######## multiword_add_seq_flat ########
==> multiword_add_seq_flat/flops_by_reg.png <==
The bar under the picture is 20 microns long. Other sequential cells in the stronger grey, the rest of the logic in the fainter grey.
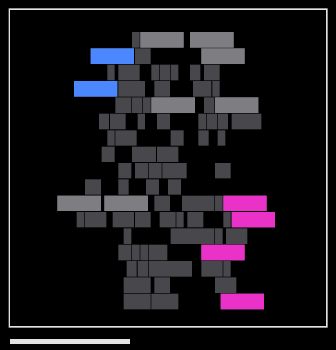

[config.mk]
export PLATFORM = sky130hd
export DESIGN_NAME = multiword_add_seq_flat
export DESIGN_NICKNAME = d
export VERILOG_FILES = /design/src/rtl/multiword_add_seq_pkg.sv /design/src/rtl/multiword_add_seq_if.sv /design/src/rtl/multiword_add_seq_fulladd.sv /design/src/rtl/multiword_add_seq.sv /design/src/flat_wrapper.sv
export SDC_FILE = /design/constraint.sdc
export NUM_CORES = 1
export LEC_CHECK = 0
export CAP_MARGIN = 10
export CORE_UTILIZATION = 30
export CTS_CLUSTER_DIAMETER = 30
export DETAILED_ROUTE_END_ITERATION = 6
export DONT_BUFFER_PORTS = 1
export SLEW_MARGIN = 40
export SYNTH_ARGS = -nofsm -noshare
export SYNTH_HDL_FRONTEND = slang
export SYNTH_SLANG_ARGS = --single-unit
[constraint.sdc]
create_clock -name clk -period 4 [get_ports clk]
set_input_delay 0.8 -clock clk [delete_from_list [all_inputs] [get_ports clk]]
set_output_delay 0.8 -clock clk [all_outputs]
set_load 0.05 [all_outputs]
[src/rtl/multiword_add_seq_pkg.sv]
// Shared definitions for the sequential multi-precision adder.
//  - state_t   : FSM state encoding (IDLE / RUN / DRAIN)
//  - cnt_width : width of the word counter for a given word count
package multiword_add_seq_pkg;

  typedef enum logic [1:0] {
    IDLE  = 2'd0,
    RUN   = 2'd1,
    DRAIN = 2'd2
  } state_t;

  // Counter width: $clog2(words), never less than one bit.
  function automatic int cnt_width(input int words);
    if (words > 2) begin
      return $clog2(words);
    end else begin
      return 1;
    end
  endfunction

endpackage

[src/rtl/multiword_add_seq_if.sv]
// Bus bundle for multiword_add_seq.
//  Control : start, cin_init (in) / cout, done, busy (out)
//  Input   : in_valid, a_in, b_in (in) / in_ready (out)
//  Output  : sum_out, out_last, out_valid (out) / out_ready (in)
// modport slave  : the adder block
// modport master : the environment driving it
interface multiword_add_seq_if #(
  parameter int SIZE = 4
);
  logic            start;
  logic            cin_init;
  logic            in_valid;
  logic            in_ready;
  logic [SIZE-1:0] a_in;
  logic [SIZE-1:0] b_in;
  logic            out_valid;
  logic            out_ready;
  logic [SIZE-1:0] sum_out;
  logic            out_last;
  logic            cout;
  logic            done;
  logic            busy;

  modport slave (
    input  start, cin_init, in_valid, a_in, b_in, out_ready,
    output in_ready, out_valid, sum_out, out_last, cout, done, busy
  );

  modport master (
    output start, cin_init, in_valid, a_in, b_in, out_ready,
    input  in_ready, out_valid, sum_out, out_last, cout, done, busy
  );
endinterface

[src/rtl/multiword_add_seq_fulladd.sv]
// fulladd: purely combinational SIZE-bit adder with carry in/out.
//  a, b  : operand words
//  cin   : carry in
//  sum   : SIZE-bit sum
//  carry : carry out of the MSB
module fulladd #(
  parameter int SIZE = 4
) (
  input  logic [SIZE-1:0] a,
  input  logic [SIZE-1:0] b,
  input  logic            cin,
  output logic [SIZE-1:0] sum,
  output logic            carry
);

  // Extend by one bit so the carry falls out of the top of the sum.
  assign {carry, sum} = {1'b0, a} + {1'b0, b} + {{SIZE{1'b0}}, cin};

endmodule

[src/rtl/multiword_add_seq.sv]
// multiword_add_seq: streams WORDS operand word pairs (LSW first) through one
// fulladd, holding the carry in a register between words.
//  clk, rst : clock and synchronous active-high reset
//  bus      : slave side of multiword_add_seq_if (start/cin_init control,
//             valid/ready input stream, valid/ready sum stream, cout/done/busy)
module multiword_add_seq
  import multiword_add_seq_pkg::*;
#(
  parameter int SIZE  = 4,
  parameter int WORDS = 4
) (
  input  logic                clk,
  input  logic                rst,
  multiword_add_seq_if.slave  bus
);

  localparam int CW = cnt_width(WORDS);

  state_t          state_r;
  state_t          state_nxt_s;
  logic            carry_r;
  logic [CW-1:0]   cnt_r;
  logic [SIZE-1:0] sum_r;
  logic            out_valid_r;
  logic            out_last_r;
  logic            cout_r;
  logic            done_r;

  logic [SIZE-1:0] fa_sum_s;
  logic            fa_carry_s;
  logic            in_ready_s;
  logic            accept_s;
  logic            last_word_s;
  logic            drain_take_s;

  // Carry enters only from carry_r, so words are never chained combinationally.
  fulladd #(.SIZE(SIZE)) u_fulladd (
    .a     (bus.a_in),
    .b     (bus.b_in),
    .cin   (carry_r),
    .sum   (fa_sum_s),
    .carry (fa_carry_s)
  );

  assign in_ready_s   = (state_r == RUN) & (~out_valid_r | bus.out_ready);
  assign accept_s     = bus.in_valid & in_ready_s;
  assign last_word_s  = (cnt_r == CW'(WORDS - 1));
  assign drain_take_s = (state_r == DRAIN) & out_valid_r & bus.out_ready;

  // State register.
  always_ff @(posedge clk) begin
    if (rst) begin
      state_r <= IDLE;
    end else begin
      state_r <= state_nxt_s;
    end
  end

  // Next-state logic.
  always_comb begin
    state_nxt_s = state_r;
    case (state_r)
      IDLE: begin
        if (bus.start) begin
          state_nxt_s = RUN;
        end else begin
          state_nxt_s = IDLE;
        end
      end
      RUN: begin
        if (accept_s && last_word_s) begin
          state_nxt_s = DRAIN;
        end else begin
          state_nxt_s = RUN;
        end
      end
      DRAIN: begin
        if (drain_take_s) begin
          state_nxt_s = IDLE;
        end else begin
          state_nxt_s = DRAIN;
        end
      end
      default: state_nxt_s = IDLE;
    endcase
  end

  // Datapath: carry chain, word counter, output register, cout/done.
  always_ff @(posedge clk) begin
    if (rst) begin
      carry_r     <= 1'b0;
      cnt_r       <= '0;
      sum_r       <= '0;
      out_valid_r <= 1'b0;
      out_last_r  <= 1'b0;
      cout_r      <= 1'b0;
      done_r      <= 1'b0;
    end else begin
      done_r <= 1'b0;
      case (state_r)
        IDLE: begin
          if (bus.start) begin
            carry_r <= bus.cin_init;
            cnt_r   <= '0;
            cout_r  <= 1'b0;
          end
        end
        RUN: begin
          if (accept_s) begin
            sum_r       <= fa_sum_s;
            carry_r     <= fa_carry_s;
            out_valid_r <= 1'b1;
            out_last_r  <= last_word_s;
            cnt_r       <= cnt_r + CW'(1);
          end else if (bus.out_ready) begin
            out_valid_r <= 1'b0;
          end
        end
        DRAIN: begin
          // MSW leaves this cycle: publish the final carry.
          if (drain_take_s) begin
            out_valid_r <= 1'b0;
            cout_r      <= carry_r;
            done_r      <= 1'b1;
          end
        end
        default: begin
          out_valid_r <= 1'b0;
        end
      endcase
    end
  end

  assign bus.in_ready  = in_ready_s;
  assign bus.out_valid = out_valid_r;
  assign bus.sum_out   = sum_r;
  assign bus.out_last  = out_last_r;
  assign bus.cout      = cout_r;
  assign bus.done      = done_r;
  assign bus.busy      = (state_r != IDLE);

endmodule

[src/flat_wrapper.sv]
// flat-port wrapper written by rule: the top's interface ports become plain ports
module multiword_add_seq_flat import multiword_add_seq_pkg::*;
#(
  parameter int SIZE  = 4,
  parameter int WORDS = 4
)
  (clk, rst, bus_start, bus_cin_init, bus_in_valid, bus_a_in, bus_b_in, bus_out_ready, bus_in_ready, bus_out_valid, bus_sum_out, bus_out_last, bus_cout, bus_done, bus_busy);
  multiword_add_seq_if #(.SIZE(SIZE)) bus_i ();
  input  logic clk;
  input  logic rst;
  input wire logic [$bits(bus_i.start)-1:0] bus_start;
  input wire logic [$bits(bus_i.cin_init)-1:0] bus_cin_init;
  input wire logic [$bits(bus_i.in_valid)-1:0] bus_in_valid;
  input wire logic [$bits(bus_i.a_in)-1:0] bus_a_in;
  input wire logic [$bits(bus_i.b_in)-1:0] bus_b_in;
  input wire logic [$bits(bus_i.out_ready)-1:0] bus_out_ready;
  output wire logic [$bits(bus_i.in_ready)-1:0] bus_in_ready;
  output wire logic [$bits(bus_i.out_valid)-1:0] bus_out_valid;
  output wire logic [$bits(bus_i.sum_out)-1:0] bus_sum_out;
  output wire logic [$bits(bus_i.out_last)-1:0] bus_out_last;
  output wire logic [$bits(bus_i.cout)-1:0] bus_cout;
  output wire logic [$bits(bus_i.done)-1:0] bus_done;
  output wire logic [$bits(bus_i.busy)-1:0] bus_busy;
  assign bus_i.start = bus_start;
  assign bus_i.cin_init = bus_cin_init;
  assign bus_i.in_valid = bus_in_valid;
  assign bus_i.a_in = bus_a_in;
  assign bus_i.b_in = bus_b_in;
  assign bus_i.out_ready = bus_out_ready;
  assign bus_in_ready = bus_i.in_ready;
  assign bus_out_valid = bus_i.out_valid;
  assign bus_sum_out = bus_i.sum_out;
  assign bus_out_last = bus_i.out_last;
  assign bus_cout = bus_i.cout;
  assign bus_done = bus_i.done;
  assign bus_busy = bus_i.busy;
  multiword_add_seq #(.SIZE(SIZE), .WORDS(WORDS)) u_core (.clk(clk), .rst(rst), .bus(bus_i));
endmodule
######## gelato_ifetch ########
[src/rtl/gelato_ifetch.sv]
// Instruction fetch stage: one warp PC in flight, single-beat instruction read,
// tagged hand-off to the decoder with misaligned-PC and timeout error codes.
module gelato_ifetch #(
    parameter int PC_W    = 32,
    parameter int INST_W  = 32,
    parameter int WARP_W  = 5,
    parameter int SPLIT_W = 4,
    parameter int TMO_CYC = 255
) (
    input  logic               clk,
    input  logic               rst,
    input  logic               rdy,
    input  logic               skd_valid,
    input  logic [PC_W-1:0]    skd_pc,
    input  logic [WARP_W-1:0]  skd_warp,
    input  logic [SPLIT_W-1:0] skd_split,
    output logic               skd_caught,
    output logic               mem_req_valid,
    input  logic               mem_req_ready,
    output logic [PC_W-1:0]    mem_req_addr,
    input  logic               mem_resp_valid,
    input  logic [INST_W-1:0]  mem_resp_data,
    input  logic               flush_valid,
    input  logic [WARP_W-1:0]  flush_warp,
    output logic               dec_valid,
    input  logic               dec_ready,
    output logic [INST_W-1:0]  dec_inst,
    output logic [PC_W-1:0]    dec_pc,
    output logic [WARP_W-1:0]  dec_warp,
    output logic [SPLIT_W-1:0] dec_split,
    output logic [1:0]         dec_err
);

    // state     | meaning
    // IDLE      | waiting for a scheduler offer
    // REQ       | read request presented, waiting for mem_req_ready
    // WAIT_RESP | request accepted, waiting for data or timeout
    // OUT       | instruction presented to the decoder
    typedef enum logic [1:0] {IDLE, REQ, WAIT_RESP, OUT} state_t;

    localparam logic [7:0] TMO_LAST = 8'(TMO_CYC - 1);

    state_t             state;
    logic [7:0]         cnt;
    logic               kill;
    logic [PC_W-1:0]    pc_q;
    logic [WARP_W-1:0]  warp_q;
    logic [SPLIT_W-1:0] split_q;
    logic               flush_hit;

    assign flush_hit    = flush_valid && (flush_warp == warp_q);
    assign mem_req_addr = pc_q;
    assign dec_pc       = pc_q;
    assign dec_warp     = warp_q;
    assign dec_split    = split_q;

    always_ff @(posedge clk) begin
        if (rst) begin
            state         <= IDLE;
            skd_caught    <= 1'b0;
            mem_req_valid <= 1'b0;
            dec_valid     <= 1'b0;
            dec_err       <= 2'd0;
            dec_inst      <= '0;
            cnt           <= 8'd0;
            kill          <= 1'b0;
            pc_q          <= '0;
            warp_q        <= '0;
            split_q       <= '0;
        end else if (rdy) begin
            skd_caught <= 1'b0;
            case (state)
                IDLE: begin
                    if (skd_valid) begin
                        skd_caught <= 1'b1;
                        pc_q       <= skd_pc;
                        warp_q     <= skd_warp;
                        split_q    <= skd_split;
                        kill       <= 1'b0;
                        if (skd_pc[1:0] != 2'b00) begin
                            state     <= OUT;
                            dec_valid <= 1'b1;
                            dec_err   <= 2'd1;
                            dec_inst  <= '0;
                        end else begin
                            state         <= REQ;
                            mem_req_valid <= 1'b1;
                        end
                    end
                end
                REQ: begin
                    // once accepted the read cannot be recalled, so a flush then only marks it dead
                    if (mem_req_ready) begin
                        mem_req_valid <= 1'b0;
                        cnt           <= 8'd0;
                        kill          <= flush_hit;
                        state         <= WAIT_RESP;
                    end else if (flush_hit) begin
                        mem_req_valid <= 1'b0;
                        state         <= IDLE;
                    end
                end
                WAIT_RESP: begin
                    if (mem_resp_valid || cnt == TMO_LAST) begin
                        kill <= 1'b0;
                        if (kill || flush_hit) begin
                            state <= IDLE;
                        end else begin
                            state     <= OUT;
                            dec_valid <= 1'b1;
                            dec_err   <= mem_resp_valid ? 2'd0 : 2'd2;
                            dec_inst  <= mem_resp_valid ? mem_resp_data : '0;
                        end
                    end else begin
                        cnt <= cnt + 8'd1;
                        if (flush_hit) kill <= 1'b1;
                    end
                end
                OUT: begin
                    if (dec_ready || flush_hit) begin
                        dec_valid <= 1'b0;
                        state     <= IDLE;
                    end
                end
                default: state <= IDLE;
            endcase
        end
    end

endmodule

[config.mk]
export PLATFORM = sky130hd
export DESIGN_NAME = gelato_ifetch
export DESIGN_NICKNAME = d
export VERILOG_FILES = /design/src/rtl/gelato_ifetch.sv
export SDC_FILE = /design/constraint.sdc
export NUM_CORES = 1
export LEC_CHECK = 0
export CAP_MARGIN = 20
export CORE_MARGIN = 2
export CORE_UTILIZATION = 25
export DETAILED_ROUTE_END_ITERATION = 12
export PLACE_DENSITY_LB_ADDON = 0.12
export SETUP_SLACK_MARGIN = 0.15
export SLEW_MARGIN = 25
export SYNTH_ARGS = -nofsm -noshare
export SYNTH_HDL_FRONTEND = slang
export SYNTH_SLANG_ARGS = --single-unit
[constraint.sdc]
create_clock -name clk -period 2.5 [get_ports clk]
set_clock_uncertainty 0.15 [all_clocks]
set_input_delay 0.625 -clock clk [delete_from_list [all_inputs] [get_ports clk]]
set_output_delay 0.625 -clock clk [all_outputs]
set_load 0.1 [all_outputs]
######## uart_rx_fifo ########
File: src/rtl/uart_pkg.sv
// Shared constants for the UART block family.
package uart_pkg;

  localparam int UART_BYTE_W           = 8;
  localparam int RX_FIFO_DEPTH_DEFAULT = 16;

endpackage

File: src/rtl/uart_sync_edge.sv
// Two-flop synchronizer followed by a rising-edge detector; emits one clk-wide
// pulse per rising edge of an asynchronous level.
module uart_sync_edge #(
  parameter logic RST_VAL = 1'b1
) (
  input  logic clk,
  input  logic rst_n,
  input  logic async_in,
  output logic pulse
);

  logic s1;
  logic s2;
  logic s3;

  // NOTE: resetting all three flops to RST_VAL means a level already high at
  // reset release looks "old" and never produces a pulse.
  always_ff @(posedge clk) begin
    if (!rst_n) begin
      s1 <= RST_VAL;
      s2 <= RST_VAL;
      s3 <= RST_VAL;
    end else begin
      s1 <= async_in;
      s2 <= s1;
      s3 <= s2;
    end
  end

  assign pulse = s2 & ~s3;

endmodule

File: src/rtl/uart_rx_fifo.sv
// Receive-side FWFT byte FIFO: re-times the UART strobe into clk, pushes each
// byte once, and serves a valid/ready consumer with sticky overflow.
module uart_rx_fifo
  import uart_pkg::*;
#(
  parameter  int DEPTH  = RX_FIFO_DEPTH_DEFAULT,
  localparam int ADDR_W = $clog2(DEPTH)
) (
  input  logic                   clk,
  input  logic                   rst_n,
  input  logic [UART_BYTE_W-1:0] rx_data,
  input  logic                   rx_we,
  output logic                   rd_valid,
  output logic [UART_BYTE_W-1:0] rd_data,
  input  logic                   rd_ready,
  output logic [ADDR_W:0]        count,
  output logic                   overflow,
  input  logic                   clr_overflow
);

  localparam logic [ADDR_W:0] FULL_CNT = (ADDR_W + 1)'(DEPTH);

  if (DEPTH < 2 || (DEPTH & (DEPTH - 1)) != 0) begin : g_depth_check
    $error("uart_rx_fifo: DEPTH must be a power of 2 and at least 2");
  end

  logic                   push_req;
  logic                   push;
  logic                   pop;
  logic                   full;
  logic [ADDR_W-1:0]      rd_ptr;
  logic [ADDR_W-1:0]      wr_ptr;
  logic [UART_BYTE_W-1:0] mem [DEPTH];

  uart_sync_edge #(
    .RST_VAL (1'b1)
  ) u_we_sync (
    .clk      (clk),
    .rst_n    (rst_n),
    .async_in (rx_we),
    .pulse    (push_req)
  );

  // rd_valid derives only from the count register, so rd_ready never reaches it.
  assign rd_valid = (count != '0);
  assign full     = (count == FULL_CNT);
  assign pop      = rd_valid & rd_ready;
  assign push     = push_req & (~full | pop);
  assign rd_data  = mem[rd_ptr];

  // NOTE: storage has no reset; contents are meaningless until written and
  // rd_valid masks them, so a reset here would only cost flops.
  // rx_data is taken unsynchronized: it has been stable for two cycles by the
  // time push_req fires.
  always_ff @(posedge clk) begin
    if (push) begin
      mem[wr_ptr] <= rx_data;
    end
  end

  always_ff @(posedge clk) begin
    if (!rst_n) begin
      rd_ptr   <= '0;
      wr_ptr   <= '0;
      count    <= '0;
      overflow <= 1'b0;
    end else begin
      if (pop) begin
        rd_ptr <= rd_ptr + 1'b1;
      end
      if (push) begin
        wr_ptr <= wr_ptr + 1'b1;
      end

      unique case ({push, pop})
        2'b10:   count <= count + 1'b1;
        2'b01:   count <= count - 1'b1;
        default: count <= count;
      endcase

      // A dropped byte takes priority over a clear arriving in the same cycle.
      if (push_req & ~push) begin
        overflow <= 1'b1;
      end else if (clr_overflow) begin
        overflow <= 1'b0;
      end
    end
  end

endmodule

File: config.mk
export PLATFORM = sky130hd
export DESIGN_NAME = uart_rx_fifo
export DESIGN_NICKNAME = d
export VERILOG_FILES = /design/src/rtl/uart_pkg.sv /design/src/rtl/uart_sync_edge.sv /design/src/rtl/uart_rx_fifo.sv
export SDC_FILE = /design/constraint.sdc
export NUM_CORES = 1
export LEC_CHECK = 0
export CORE_MARGIN = 4
export CORE_UTILIZATION = 60
export CTS_CLUSTER_SIZE = 24
export DETAILED_ROUTE_END_ITERATION = 10
export PLACE_DENSITY = 0.88
export SYNTH_ARGS = -nofsm -noshare
export SYNTH_HDL_FRONTEND = slang
export SYNTH_SLANG_ARGS = --single-unit
File: constraint.sdc
create_clock -name clk -period 7.37 [get_ports clk]
set_input_delay 1.474 -clock clk [delete_from_list [all_inputs] [get_ports clk]]
set_output_delay 1.474 -clock clk [all_outputs]
set_load 0.01 [all_outputs]
######## uart_tx_ctrl_flat ########
`config.mk`:
```
export PLATFORM = sky130hd
export DESIGN_NAME = uart_tx_ctrl_flat
export DESIGN_NICKNAME = d
export VERILOG_FILES = /design/src/rtl/uart_tx_ctrl_pkg.sv /design/src/rtl/uart_tx_ctrl_if.sv /design/src/rtl/uart_tx_ctrl_sync_fifo.sv /design/src/rtl/uart_tx_ctrl.sv /design/src/flat_wrapper.sv
export SDC_FILE = /design/constraint.sdc
export NUM_CORES = 1
export LEC_CHECK = 0
export CAP_MARGIN = 10
export CORE_UTILIZATION = 57
export CTS_CLUSTER_SIZE = 10
export DETAILED_ROUTE_END_ITERATION = 8
export GPL_TIMING_DRIVEN = 0
export PLACE_DENSITY = 0.78
export SLEW_MARGIN = 30
export SYNTH_ARGS = -nofsm -noshare
export SYNTH_HDL_FRONTEND = slang
export SYNTH_HIERARCHICAL = 1
export SYNTH_SLANG_ARGS = --single-unit
```
`constraint.sdc`:
```
create_clock -name clk -period 3.65 [get_ports clk]
set_input_delay 0.365 -clock clk [delete_from_list [all_inputs] [get_ports clk]]
set_output_delay 0.365 -clock clk [all_outputs]
set_load 0.05 [all_outputs]
```
`src/rtl/uart_tx_ctrl_pkg.sv`:
```
// Shared types and constants for the UART transmit path.
`ifndef UART_TX_CTRL_PKG_SV
`define UART_TX_CTRL_PKG_SV

`ifndef UART_ADDR
`define UART_ADDR 32'hFFFF_FF00
`endif

`ifndef UART_DEFAULT_CLKS_PER_BIT
`define UART_DEFAULT_CLKS_PER_BIT 521
`endif

package uart_tx_ctrl_pkg;

  // Transmit FSM states, one per segment of an 8N1 frame.
  typedef enum logic [1:0] {
    UART_TX_IDLE,
    UART_TX_START,
    UART_TX_DATA,
    UART_TX_STOP
  } uart_tx_state_e;

  localparam int unsigned UART_DATA_BITS          = 8;
  localparam int unsigned UART_DEFAULT_FIFO_DEPTH = 16;

  // True for powers of two that are at least 2.
  function automatic logic is_pow2(input int unsigned v);
    return (v >= 2) && ((v & (v - 1)) == 0);
  endfunction

endpackage

`endif

```
`src/rtl/uart_tx_ctrl_if.sv`:
```
// Store-path and status bundle between memory_ctl and the UART transmitter.
interface uart_tx_ctrl_if #(
  parameter int unsigned FIFO_DEPTH = 16
);
  import uart_tx_ctrl_pkg::*;

  localparam int unsigned LW = $clog2(FIFO_DEPTH) + 1;

  logic [UART_DATA_BITS-1:0] wData;
  logic                      we;
  logic                      full;
  logic                      txd;
  logic                      busy;
  logic [LW-1:0]             level;

  // Requester side: the pipeline's UART store path.
  modport master (
    output wData, we,
    input  full, txd, busy, level
  );

  // Transmitter side.
  modport slave (
    input  wData, we,
    output full, txd, busy, level
  );

endinterface

```
`src/rtl/uart_tx_ctrl_sync_fifo.sv`:
```
// Single-clock FIFO with occupancy count; reusable for a future RX path.
module sync_fifo #(
  parameter int unsigned WIDTH = 8,
  parameter int unsigned DEPTH = 16
) (
  input  logic                   clk,
  input  logic                   rst,
  input  logic                   push,
  input  logic                   pop,
  input  logic [WIDTH-1:0]       din,
  output logic [WIDTH-1:0]       dout,
  output logic                   full,
  output logic                   empty,
  output logic [$clog2(DEPTH):0] level
);

  localparam int unsigned AW = $clog2(DEPTH);
  localparam int unsigned LW = AW + 1;

  logic [WIDTH-1:0] mem_q [DEPTH];
  logic [AW-1:0]    wr_q;
  logic [AW-1:0]    rd_q;
  logic [LW-1:0]    level_q;
  logic             push_ok;
  logic             pop_ok;

  // Full/empty come from the registered level only, so a pop never frees
  // a slot for a push in the same cycle.
  assign full    = (level_q == LW'(DEPTH));
  assign empty   = (level_q == '0);
  assign push_ok = push && !full;
  assign pop_ok  = pop && !empty;
  assign dout    = mem_q[rd_q];
  assign level   = level_q;

  // Storage write; contents need no reset since level gates every read.
  always_ff @(posedge clk) begin
    if (push_ok) begin
      mem_q[wr_q] <= din;
    end
  end

  // Pointer and occupancy update; pointers wrap naturally at DEPTH.
  always_ff @(posedge clk or negedge rst) begin
    if (!rst) begin
      wr_q    <= '0;
      rd_q    <= '0;
      level_q <= '0;
    end else begin
      if (push_ok) begin
        wr_q <= wr_q + AW'(1);
      end
      if (pop_ok) begin
        rd_q <= rd_q + AW'(1);
      end
      case ({push_ok, pop_ok})
        2'b10:   level_q <= level_q + LW'(1);
        2'b01:   level_q <= level_q - LW'(1);
        default: level_q <= level_q;
      endcase
    end
  end

endmodule

```
`src/rtl/uart_tx_ctrl.sv`:
```
// UART transmitter: buffers store-path bytes and shifts them out as 8N1.
module uart_tx_ctrl
  import uart_tx_ctrl_pkg::*;
#(
  parameter int unsigned CLKS_PER_BIT = `UART_DEFAULT_CLKS_PER_BIT,
  parameter int unsigned FIFO_DEPTH   = UART_DEFAULT_FIFO_DEPTH
) (
  input  logic          clk,
  input  logic          rst,
  uart_tx_ctrl_if.slave bus
);

  localparam int unsigned BW = $clog2(CLKS_PER_BIT);
  localparam int unsigned LW = $clog2(FIFO_DEPTH) + 1;
  localparam logic [BW-1:0] BAUD_LAST = BW'(CLKS_PER_BIT - 1);

  if (CLKS_PER_BIT < 2) begin : g_bad_cpb
    $error("uart_tx_ctrl: CLKS_PER_BIT must be at least 2");
  end
  if (!is_pow2(FIFO_DEPTH)) begin : g_bad_depth
    $error("uart_tx_ctrl: FIFO_DEPTH must be a power of two >= 2");
  end

  uart_tx_state_e            state_q;
  logic [BW-1:0]             baud_q;
  logic [2:0]                bit_q;
  logic [UART_DATA_BITS-1:0] shift_q;
  logic                      txd_q;

  logic [UART_DATA_BITS-1:0] fifo_dout;
  logic                      fifo_full;
  logic                      fifo_empty;
  logic [LW-1:0]             fifo_level;
  logic                      fifo_pop;
  logic                      bit_end;

  assign fifo_pop = (state_q == UART_TX_IDLE) && !fifo_empty;
  assign bit_end  = (baud_q == BAUD_LAST);

  sync_fifo #(
    .WIDTH (UART_DATA_BITS),
    .DEPTH (FIFO_DEPTH)
  ) u_fifo (
    .clk   (clk),
    .rst   (rst),
    .push  (bus.we),
    .pop   (fifo_pop),
    .din   (bus.wData),
    .dout  (fifo_dout),
    .full  (fifo_full),
    .empty (fifo_empty),
    .level (fifo_level)
  );

  // Frame sequencer; txd is loaded with the level of the segment being
  // entered so the pin is always a flop output.
  always_ff @(posedge clk or negedge rst) begin
    if (!rst) begin
      state_q <= UART_TX_IDLE;
      baud_q  <= '0;
      bit_q   <= '0;
      shift_q <= '0;
      txd_q   <= 1'b1;
    end else begin
      case (state_q)
        UART_TX_IDLE: begin
          txd_q <= 1'b1;
          if (!fifo_empty) begin
            shift_q <= fifo_dout;
            baud_q  <= '0;
            txd_q   <= 1'b0;
            state_q <= UART_TX_START;
          end
        end
        UART_TX_START: begin
          if (bit_end) begin
            baud_q  <= '0;
            bit_q   <= '0;
            txd_q   <= shift_q[0];
            state_q <= UART_TX_DATA;
          end else begin
            baud_q <= baud_q + BW'(1);
          end
        end
        UART_TX_DATA: begin
          if (bit_end) begin
            baud_q  <= '0;
            bit_q   <= bit_q + 3'd1;
            shift_q <= {1'b0, shift_q[UART_DATA_BITS-1:1]};
            if (bit_q == 3'd7) begin
              txd_q   <= 1'b1;
              state_q <= UART_TX_STOP;
            end else begin
              txd_q <= shift_q[1];
            end
          end else begin
            baud_q <= baud_q + BW'(1);
          end
        end
        UART_TX_STOP: begin
          if (bit_end) begin
            baud_q  <= '0;
            txd_q   <= 1'b1;
            state_q <= UART_TX_IDLE;
          end else begin
            baud_q <= baud_q + BW'(1);
          end
        end
      endcase
    end
  end

  assign bus.txd   = txd_q;
  assign bus.full  = fifo_full;
  assign bus.level = fifo_level;
  assign bus.busy  = (state_q != UART_TX_IDLE) || !fifo_empty;

endmodule
```
`src/flat_wrapper.sv`:
```
// flat-port wrapper written by rule: the top's interface ports become plain ports
module uart_tx_ctrl_flat import uart_tx_ctrl_pkg::*;
#(
  parameter int unsigned CLKS_PER_BIT = `UART_DEFAULT_CLKS_PER_BIT,
  parameter int unsigned FIFO_DEPTH   = UART_DEFAULT_FIFO_DEPTH
)
  (clk, rst, bus_wData, bus_we, bus_full, bus_txd, bus_busy, bus_level);
  uart_tx_ctrl_if #(.FIFO_DEPTH(FIFO_DEPTH)) bus_i ();
  input  logic clk;
  input  logic rst;
  input wire logic [$bits(bus_i.wData)-1:0] bus_wData;
  input wire logic [$bits(bus_i.we)-1:0] bus_we;
  output wire logic [$bits(bus_i.full)-1:0] bus_full;
  output wire logic [$bits(bus_i.txd)-1:0] bus_txd;
  output wire logic [$bits(bus_i.busy)-1:0] bus_busy;
  output wire logic [$bits(bus_i.level)-1:0] bus_level;
  assign bus_i.wData = bus_wData;
  assign bus_i.we = bus_we;
  assign bus_full = bus_i.full;
  assign bus_txd = bus_i.txd;
  assign bus_busy = bus_i.busy;
  assign bus_level = bus_i.level;
  uart_tx_ctrl #(.CLKS_PER_BIT(CLKS_PER_BIT), .FIFO_DEPTH(FIFO_DEPTH)) u_core (.clk(clk), .rst(rst), .bus(bus_i));
endmodule
```

==> screenshots <==
Ports around the boundary.
image #1
The bar under the picture is 20 microns long. Pins as bars across the die edge, other pins in grey.
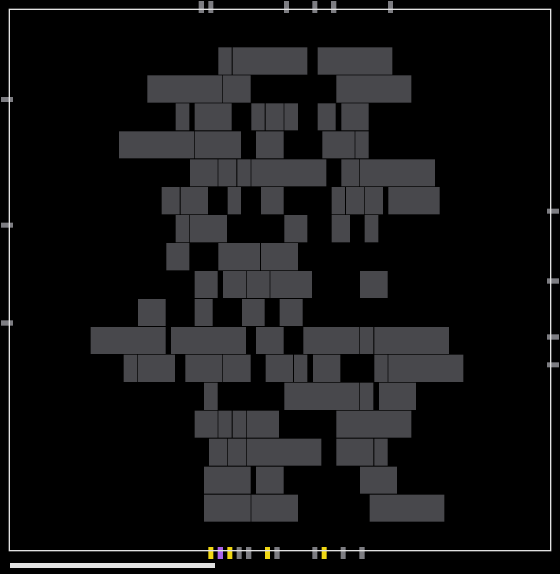
image #2
The bar under the picture is 50 microns long. Pins as bars across the die edge, other pins in grey.
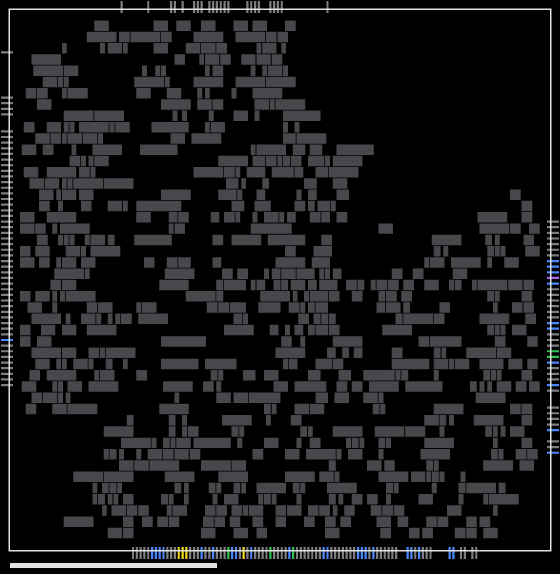
image #3
The bar under the picture is 20 microns long. Pins as bars across the die edge, other pins in grey.
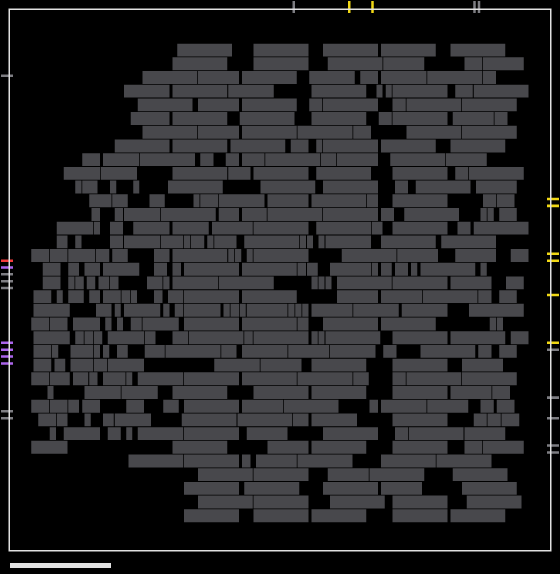
image #4
The bar under the picture is 20 microns long. Pins as bars across the die edge, other pins in grey.
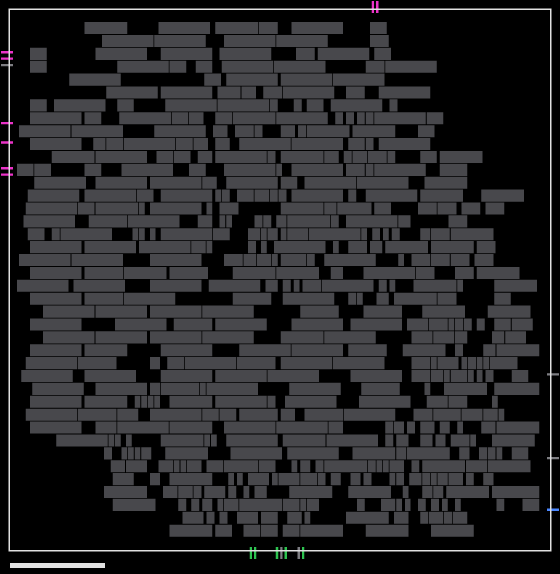
multiword_add_seq_flat: image #1
gelato_ifetch: image #2
uart_tx_ctrl_flat: image #4
uart_rx_fifo: image #3
- smallest die: image #1
- fewest pins: image #4

==> gelato_ifetch/flops_by_reg.png <==
The bar under the picture is 50 microns long. Other sequential cells in the stronger grey, the rest of the logic in the fainter grey.
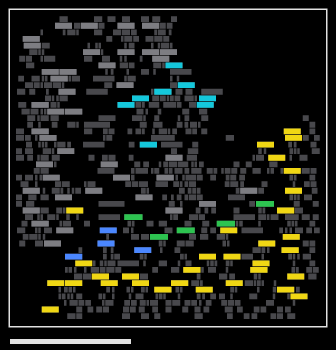
- dec_split: blue (flops 4)
- cnt: cyan (flops 8; where north)
- dec_warp: green (flops 5)
- dec_pc: yellow (flops 32)
- not coloured: 40

==> run notes, gelato_ifetch <==
Setup repair after global routing left no endpoint under its margin. The register share after synthesis is 44.7%. The most frequently used flop master after synthesis is sky130_fd_sc_hd__dfxtp_1.

The worst hold path begins at dec_split[3]. The layout report gives the register share of total cell area as 29.0%. The initial antenna violation count is 0. With the placed cell count at 852, the multi-input combinational area share is 29.8%.

The buffering stage count on the worst path with inverters included was 1; the wire length per cell after detailed routing was 13.4 microns. In this run the cell area of the synthesized design comes to 0.00399 sq mm. The run finished with clean final reports. Clock-cell share of area: 5.34%. The Yosys step of the flow raised 0 warnings.

Cell internal power was estimated by the tool at 2.81 mW. The number of clock sinks came to 89. Share of total power in sequential cells: 34.9%.
gelato_ifetch: logic make-up (layout without fill, tap and decap cells):
| kind of cell | count (synthesis) | count (layout) |
|---|---|---|
| AND/OR/NAND/NOR | 190 | 190 |
| multiplexers | 33 | 33 |
| AND-OR/OR-AND | 79 | 79 |
| adder cells (fa/ha/maj) | 7 | 7 |
| buffers and inverters | 65 | 243 |
| flip-flops | 89 | 89 |
| XOR/XNOR | 12 | 12 |
gelato_ifetch: registers in the layout (all words and copies together), names as in the netlist:
name and cells:
cnt 8, dec_err 2, dec_inst 32, dec_pc 32, dec_split 4, dec_valid 1
dec_warp 5, kill 1, mem_req_valid 1, skd_caught 1, state 2
gelato_ifetch: tightest hold or removal path, delay by kind of cell (launching register included):
kind,cells,cell delay (ns)
flops,1,0.31
simple gates,1,0.05
compound gates,1,0.05
gelato_ifetch: layer usage:
metal	GRT usage (%)	wire length, microns	vias up
li1	-	-	1887
met1	17.2	5100	1723
met2	22.6	5470	120
met3	4.55	881	16
met4	4.87	185	0
met5	0	0	-
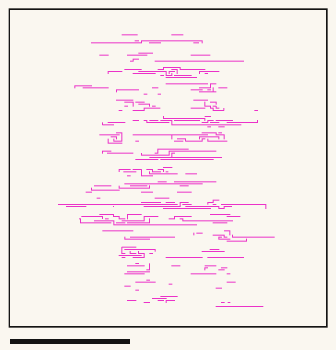
(multiword_add_seq_flat/layer_met1.png)
The bar under the picture is 20 microns long.
- main direction: horizontal
- nets with wire on the layer: 95
- longest straight run: 19.8 microns
- wire length on this layer: 618 microns
- share of all routed wire: 42%

## Picture notes: multiword_add_seq_flat/flops_by_reg.png
- u_core.bus.sum_out: magenta (flops 4)
- u_core.cnt_r: blue (flops 2)
- not coloured: 7

==> run notes, multiword_add_seq_flat <==
Routing resource usage on met2 recorded by global route was 20.0%. TritonCTS created 3 clock buffers. The flow ran to the end, and the final reports show no timing, DRC or antenna violations.

For this run, the detailed router reports a per-instance via density of 5.26. The cell area reported after detailed placement came out at 781 sq um. Per the OpenROAD power report, leakage power amounts to 0.340 nW. The number of placed I/O pins was 24. Looking at the global route congestion table, the highest-usage layer is met2. Most frequently used flop master after synthesis: sky130_fd_sc_hd__dfxtp_1. The maximum cell stage delay along the critical path is 0.53 ns. According to the floorplan report, the die width is 52.6 microns.

For the number of setup buffers added after CTS, the log shows 0. In this run the clock root is driven by a sky130_fd_sc_hd__clkbuf_4. With the core footprint at 0.00232 sq mm, the maximum level of the CTS H-tree is 1. The worst register-to-register path begins at u_core.carry_r.

With the final period utilization at 61.6%, the worst hold path depth is 2. The worst setup path is launched from a flop. Met3 wire length: 111 microns. Of the post-synthesis cell area, the dominant cell type holds 33.9%.

Global placement routability congestion: 0.725. STA reports a reg2reg setup slack of 2.21 ns. Tracing the worst setup path back leads to its startpoint at u_core.state_r[0]. The tools report the post-DP HPWL as 1160 microns. The met1 layer wirelength in the final routing is 617 microns, and the sum of routed wire length over all layers is 1470 microns. The cell accounting for the most synthesized area was sky130_fd_sc_hd__dfxtp_1. For the TritonCTS sink count, the log shows 13. For reference, the most critical setup path is categorized as reg2out. The register share after synthesis is 33.9%. For the number of remaining DRC errors, the log shows 0.
[multiword_add_seq_flat: metrics by stage]
stage	utilization [%]	instances	setup WS, ns
3_5_place_dp	33.7	108	1.69
6_report	34.8	112	1.54
3_3_place_gp	33.7	108	1.71
5_1_grt	34.8	112	1.40
4_1_cts	34.8	112	1.52
2_1_floorplan	-	83	1.74
[multiword_add_seq_flat: kinds of logic after synthesis]
family                   Yosys count  share of synthesized area [%]
flip-flops                        13                           33.9
AND/OR/NAND/NOR                   35                           26.9
XOR/XNOR                           1                           1.14
buffers and inverters              5                           3.75
multiplexers                       5                           6.53
AND-OR/OR-AND                     18                           16.0
adder cells (fa/ha/maj)            6                           11.7
[multiword_add_seq_flat: power by group]
| part | internal (mW) | switching, mW | total [mW] |
|---|---|---|---|
| Clock | 0.0387 | 0.0416 | 0.0803 |
| Combinational | 0.0197 | 0.0246 | 0.0443 |
| Sequential | 0.135 | 0.0175 | 0.153 |
[multiword_add_seq_flat: critical path, delay by kind of cell, from the launching register on]
kind	cells	cell delay (ns)
DFF	1	0.53
and+or+nand+nor	2	0.86
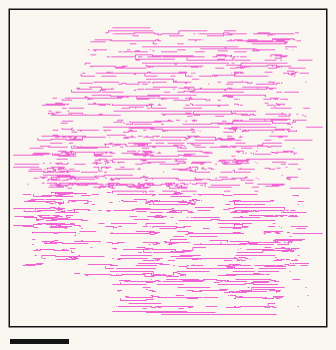
(uart_rx_fifo/layer_met1.png)
The bar under the picture is 20 microns long.
- main direction: horizontal
- longest straight run: 39.6 microns
- nets with wire on the layer: 360

==> run notes, uart_rx_fifo <==
The number of placed I/O pins is 28. Per the layout report, the design carries 29 non-clock buffers. The final layout contains routed wiring with a total length of 12100 microns. The count of buffers from port buffering was 27; the largest fanout on the critical path was 32.

The type of the most critical hold path was reg2reg. Routability-driven placement finished with a final weighted congestion of 0.826. The tools report the worst reg2reg path endpoint as count[4]. In this run, power in the clock network comes to 0.814 mW.

In the final layout, clock buffers and inverters account for 8.16% of the cell area. The internal power of the cells totals 1.60 mW. Summed over all failing endpoints, the final setup total negative slack is 0 ns.

The flow ran to the end, and the final reports show no timing, DRC or antenna violations. The register with the most flip-flops in the layout has 128 of them. Of the total standard cell area in the layout, the sequential portion is 62.2%. Worst hold path depth: 1. The library cell used as clock root buffer was sky130_fd_sc_hd__clkbuf_8.

The top contributor to total power was registers. The number of logic inverters in the finished layout is 5. TritonCTS built the clock tree. The clock reaches the later pin of the worst-skew pair after 0.52 ns. Of all flip-flops after synthesis, the portion carrying an async set or reset was 0%.

Yosys printed 0 warnings. With the number of remaining DRC errors at 0, the endpoint required time on the critical path is 5.90 ns. The run gives 17.9 sq um for the mean instance size in the synthesized netlist. The area growth from synthesis to layout came out at 16.0%. The worst pin sits at a relative slew slack of 20.9%. In the final layout, the clock buffer count is 17. For the initial antenna violation count, the log shows 0.
==> uart_rx_fifo: per-layer routing <==
layer | global-route usage [%] | up-vias | part of all wire [%]
met4 | 8.86 | 0 | 3.6
met2 | 36.3 | 195 | 48
met3 | 5.72 | 29 | 8.9
met5 | 0 | - | 0
li1 | - | 1377 | -
met1 | 32.0 | 1592 | 39
==> uart_rx_fifo: through the flow <==
step / cell area, sq um / utilization, % / cells / hold slack, ns / setup slack (ns)
6_report: 6850 / 72.8 / 505 / 0.407 / 2.99
5_1_grt: 6850 / 72.8 / 505 / 0.434 / 2.81
4_1_cts: 6850 / 72.8 / 505 / 0.412 / 2.96
3_5_place_dp: 6290 / 66.8 / 473 / 0.397 / 3.12
3_3_place_gp: 6290 / 66.8 / 473 / 0.392 / 3.33
2_1_floorplan: 5910 / - / 331 / 0.386 / 4.04
==> uart_rx_fifo: worst max-delay path: cells and delay by family (launching register included) <==
family	cells	cell delay, ns
AOI/OAI and AO/OA	1	0.33
buffers and inverters	2	0.99
DFF	1	0.33
muxes	1	0.60
and+or+nand+nor	1	0.09
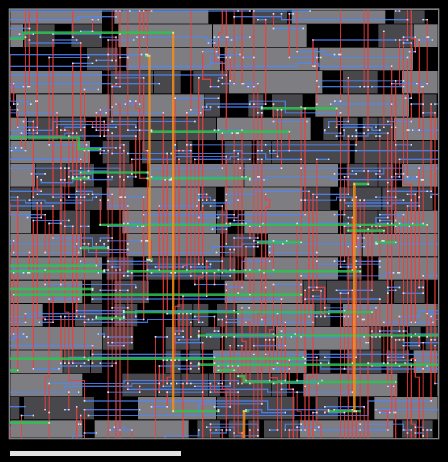
(uart_tx_ctrl_flat/detail.png)
The bar under the picture is 20 microns long. Region (32, 55) to (82, 105) microns. Cells in grey, sequential cells in the stronger grey; small squares are vias.
- metal 3: green
- metal 1: blue
- metal 4: orange
- metal 2: red
- most frequent: edfxtp_1 (39), mux2i_1 (15), o21ai_0 (15)
- sequential cells in the window: 43
- netlist names of flops here include: u_core/u_fifo/mem_q (39), u_core/u_fifo/rd_q (4)
- cells with their middle in the window: 143

==> run notes, uart_tx_ctrl_flat <==
The flow ran to the end, and the final reports show no timing, DRC or antenna violations. According to the report, the first pass of detailed routing completed in 4 iterations. The synthesized netlist handed to floorplanning was reported with a cell count of 460. With the maximum level of the CTS H-tree at 4, the clock network fraction of design power is 38.9%. The longest clock path from root to sink contains 2 buffers.

The report shows a maximum critical-path fanout of 10. The worst setup path is captured at a flop. Summed over all instances, the cell type with the most area after synthesis is sky130_fd_sc_hd__edfxtp_1. The run gives 31.0% as the fraction of met1 tracks used by global routing. The wire length of the first global-routing pass is 22100 microns.

By count the netlist is led by 128 x sky130_fd_sc_hd__edfxtp_1, 36 x sky130_fd_sc_hd__dfrtp_1, 31 x sky130_fd_sc_hd__o21ai_0. The most frequently used flop master after synthesis is sky130_fd_sc_hd__edfxtp_1. The register with the most flip-flops in the layout has 128 of them. The hold buffer count at cts is 1, and the utilization after layout is 68.0%. Of the synthesized area, sequential elements account for 66.8%.

The final timing report derives a shortest allowable period of 3.31 ns. Top contributor to total power: registers. The met3 track utilization from global routing was 7.23%; the clock transition at the register clock pins on the worst setup and hold paths after CTS was 0.07 ns. For this run, design rule violations remaining after detail routing come to 0.
==> uart_tx_ctrl_flat: kinds of logic (layout without fill, tap and decap cells) <==
kind of cell,Yosys count,after routing,share of synthesized area (%)
flops,165,165,66.8
simple gates,87,87,6.11
compound gates,73,73,6.64
mux,67,67,12.7
buf+inv,37,89,2.92
fa+ha+maj,19,19,3.43
xor+xnor,12,12,1.47
==> uart_tx_ctrl_flat: area by class of cell <==
| cell class | count | area (sq um) | share of cell area (%) |
|---|---|---|---|
| Buffer | 23 | 158 | 1.91 |
| Timing Repair Buffer | 20 | 213 | 2.58 |
| Sequential cell | 165 | 4770 | 57.9 |
| Multi-Input combinational cell | 258 | 2190 | 26.6 |
| Clock buffer | 21 | 514 | 6.25 |
| Clock inverter | 11 | 128 | 1.55 |
| Tap cell | 168 | 210 | 2.55 |
| Inverter | 14 | 52.6 | 0.638 |
==> uart_tx_ctrl_flat: worst max-delay path, delay by kind of cell, from the launching register on <==
family / cells / cell delay [ns]
adders and majority gates: 3 / 0.96
and+or+nand+nor: 5 / 0.87
buffers and inverters: 4 / 0.70
DFF: 1 / 0.41
xor gates and xnor gates: 1 / 0.14
AOI/OAI and AO/OA: 1 / 0.11


==> screenshots <==
Clock wiring as the flow saved it.
picture 1
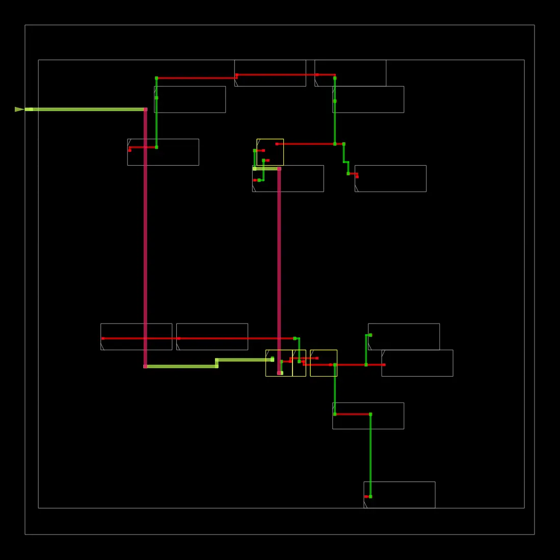
picture 2
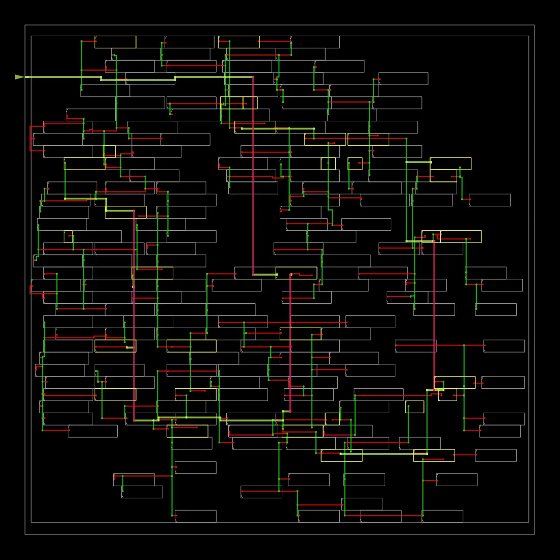
picture 3
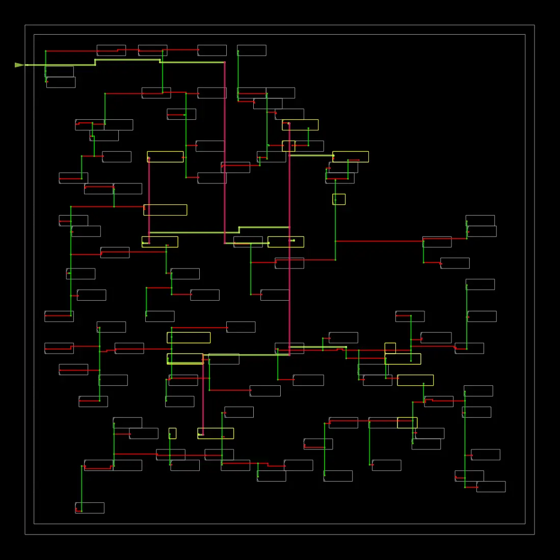
picture 4
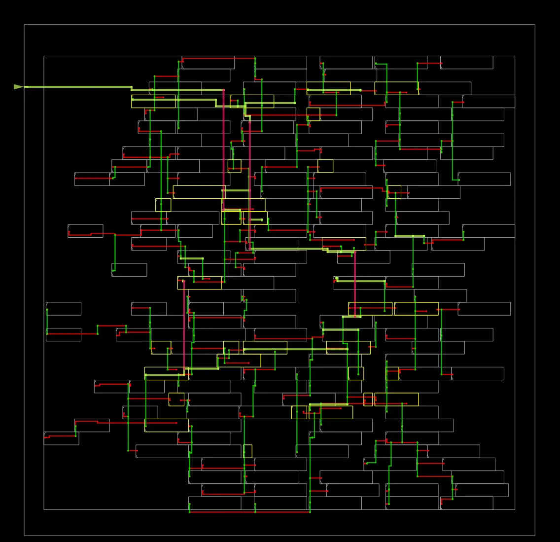
For uart_rx_fifo, see picture 4.
For gelato_ifetch, see picture 3.
For multiword_add_seq_flat, see picture 1.
For uart_tx_ctrl_flat, see picture 2.

Power and IR drop assume default switching activity.
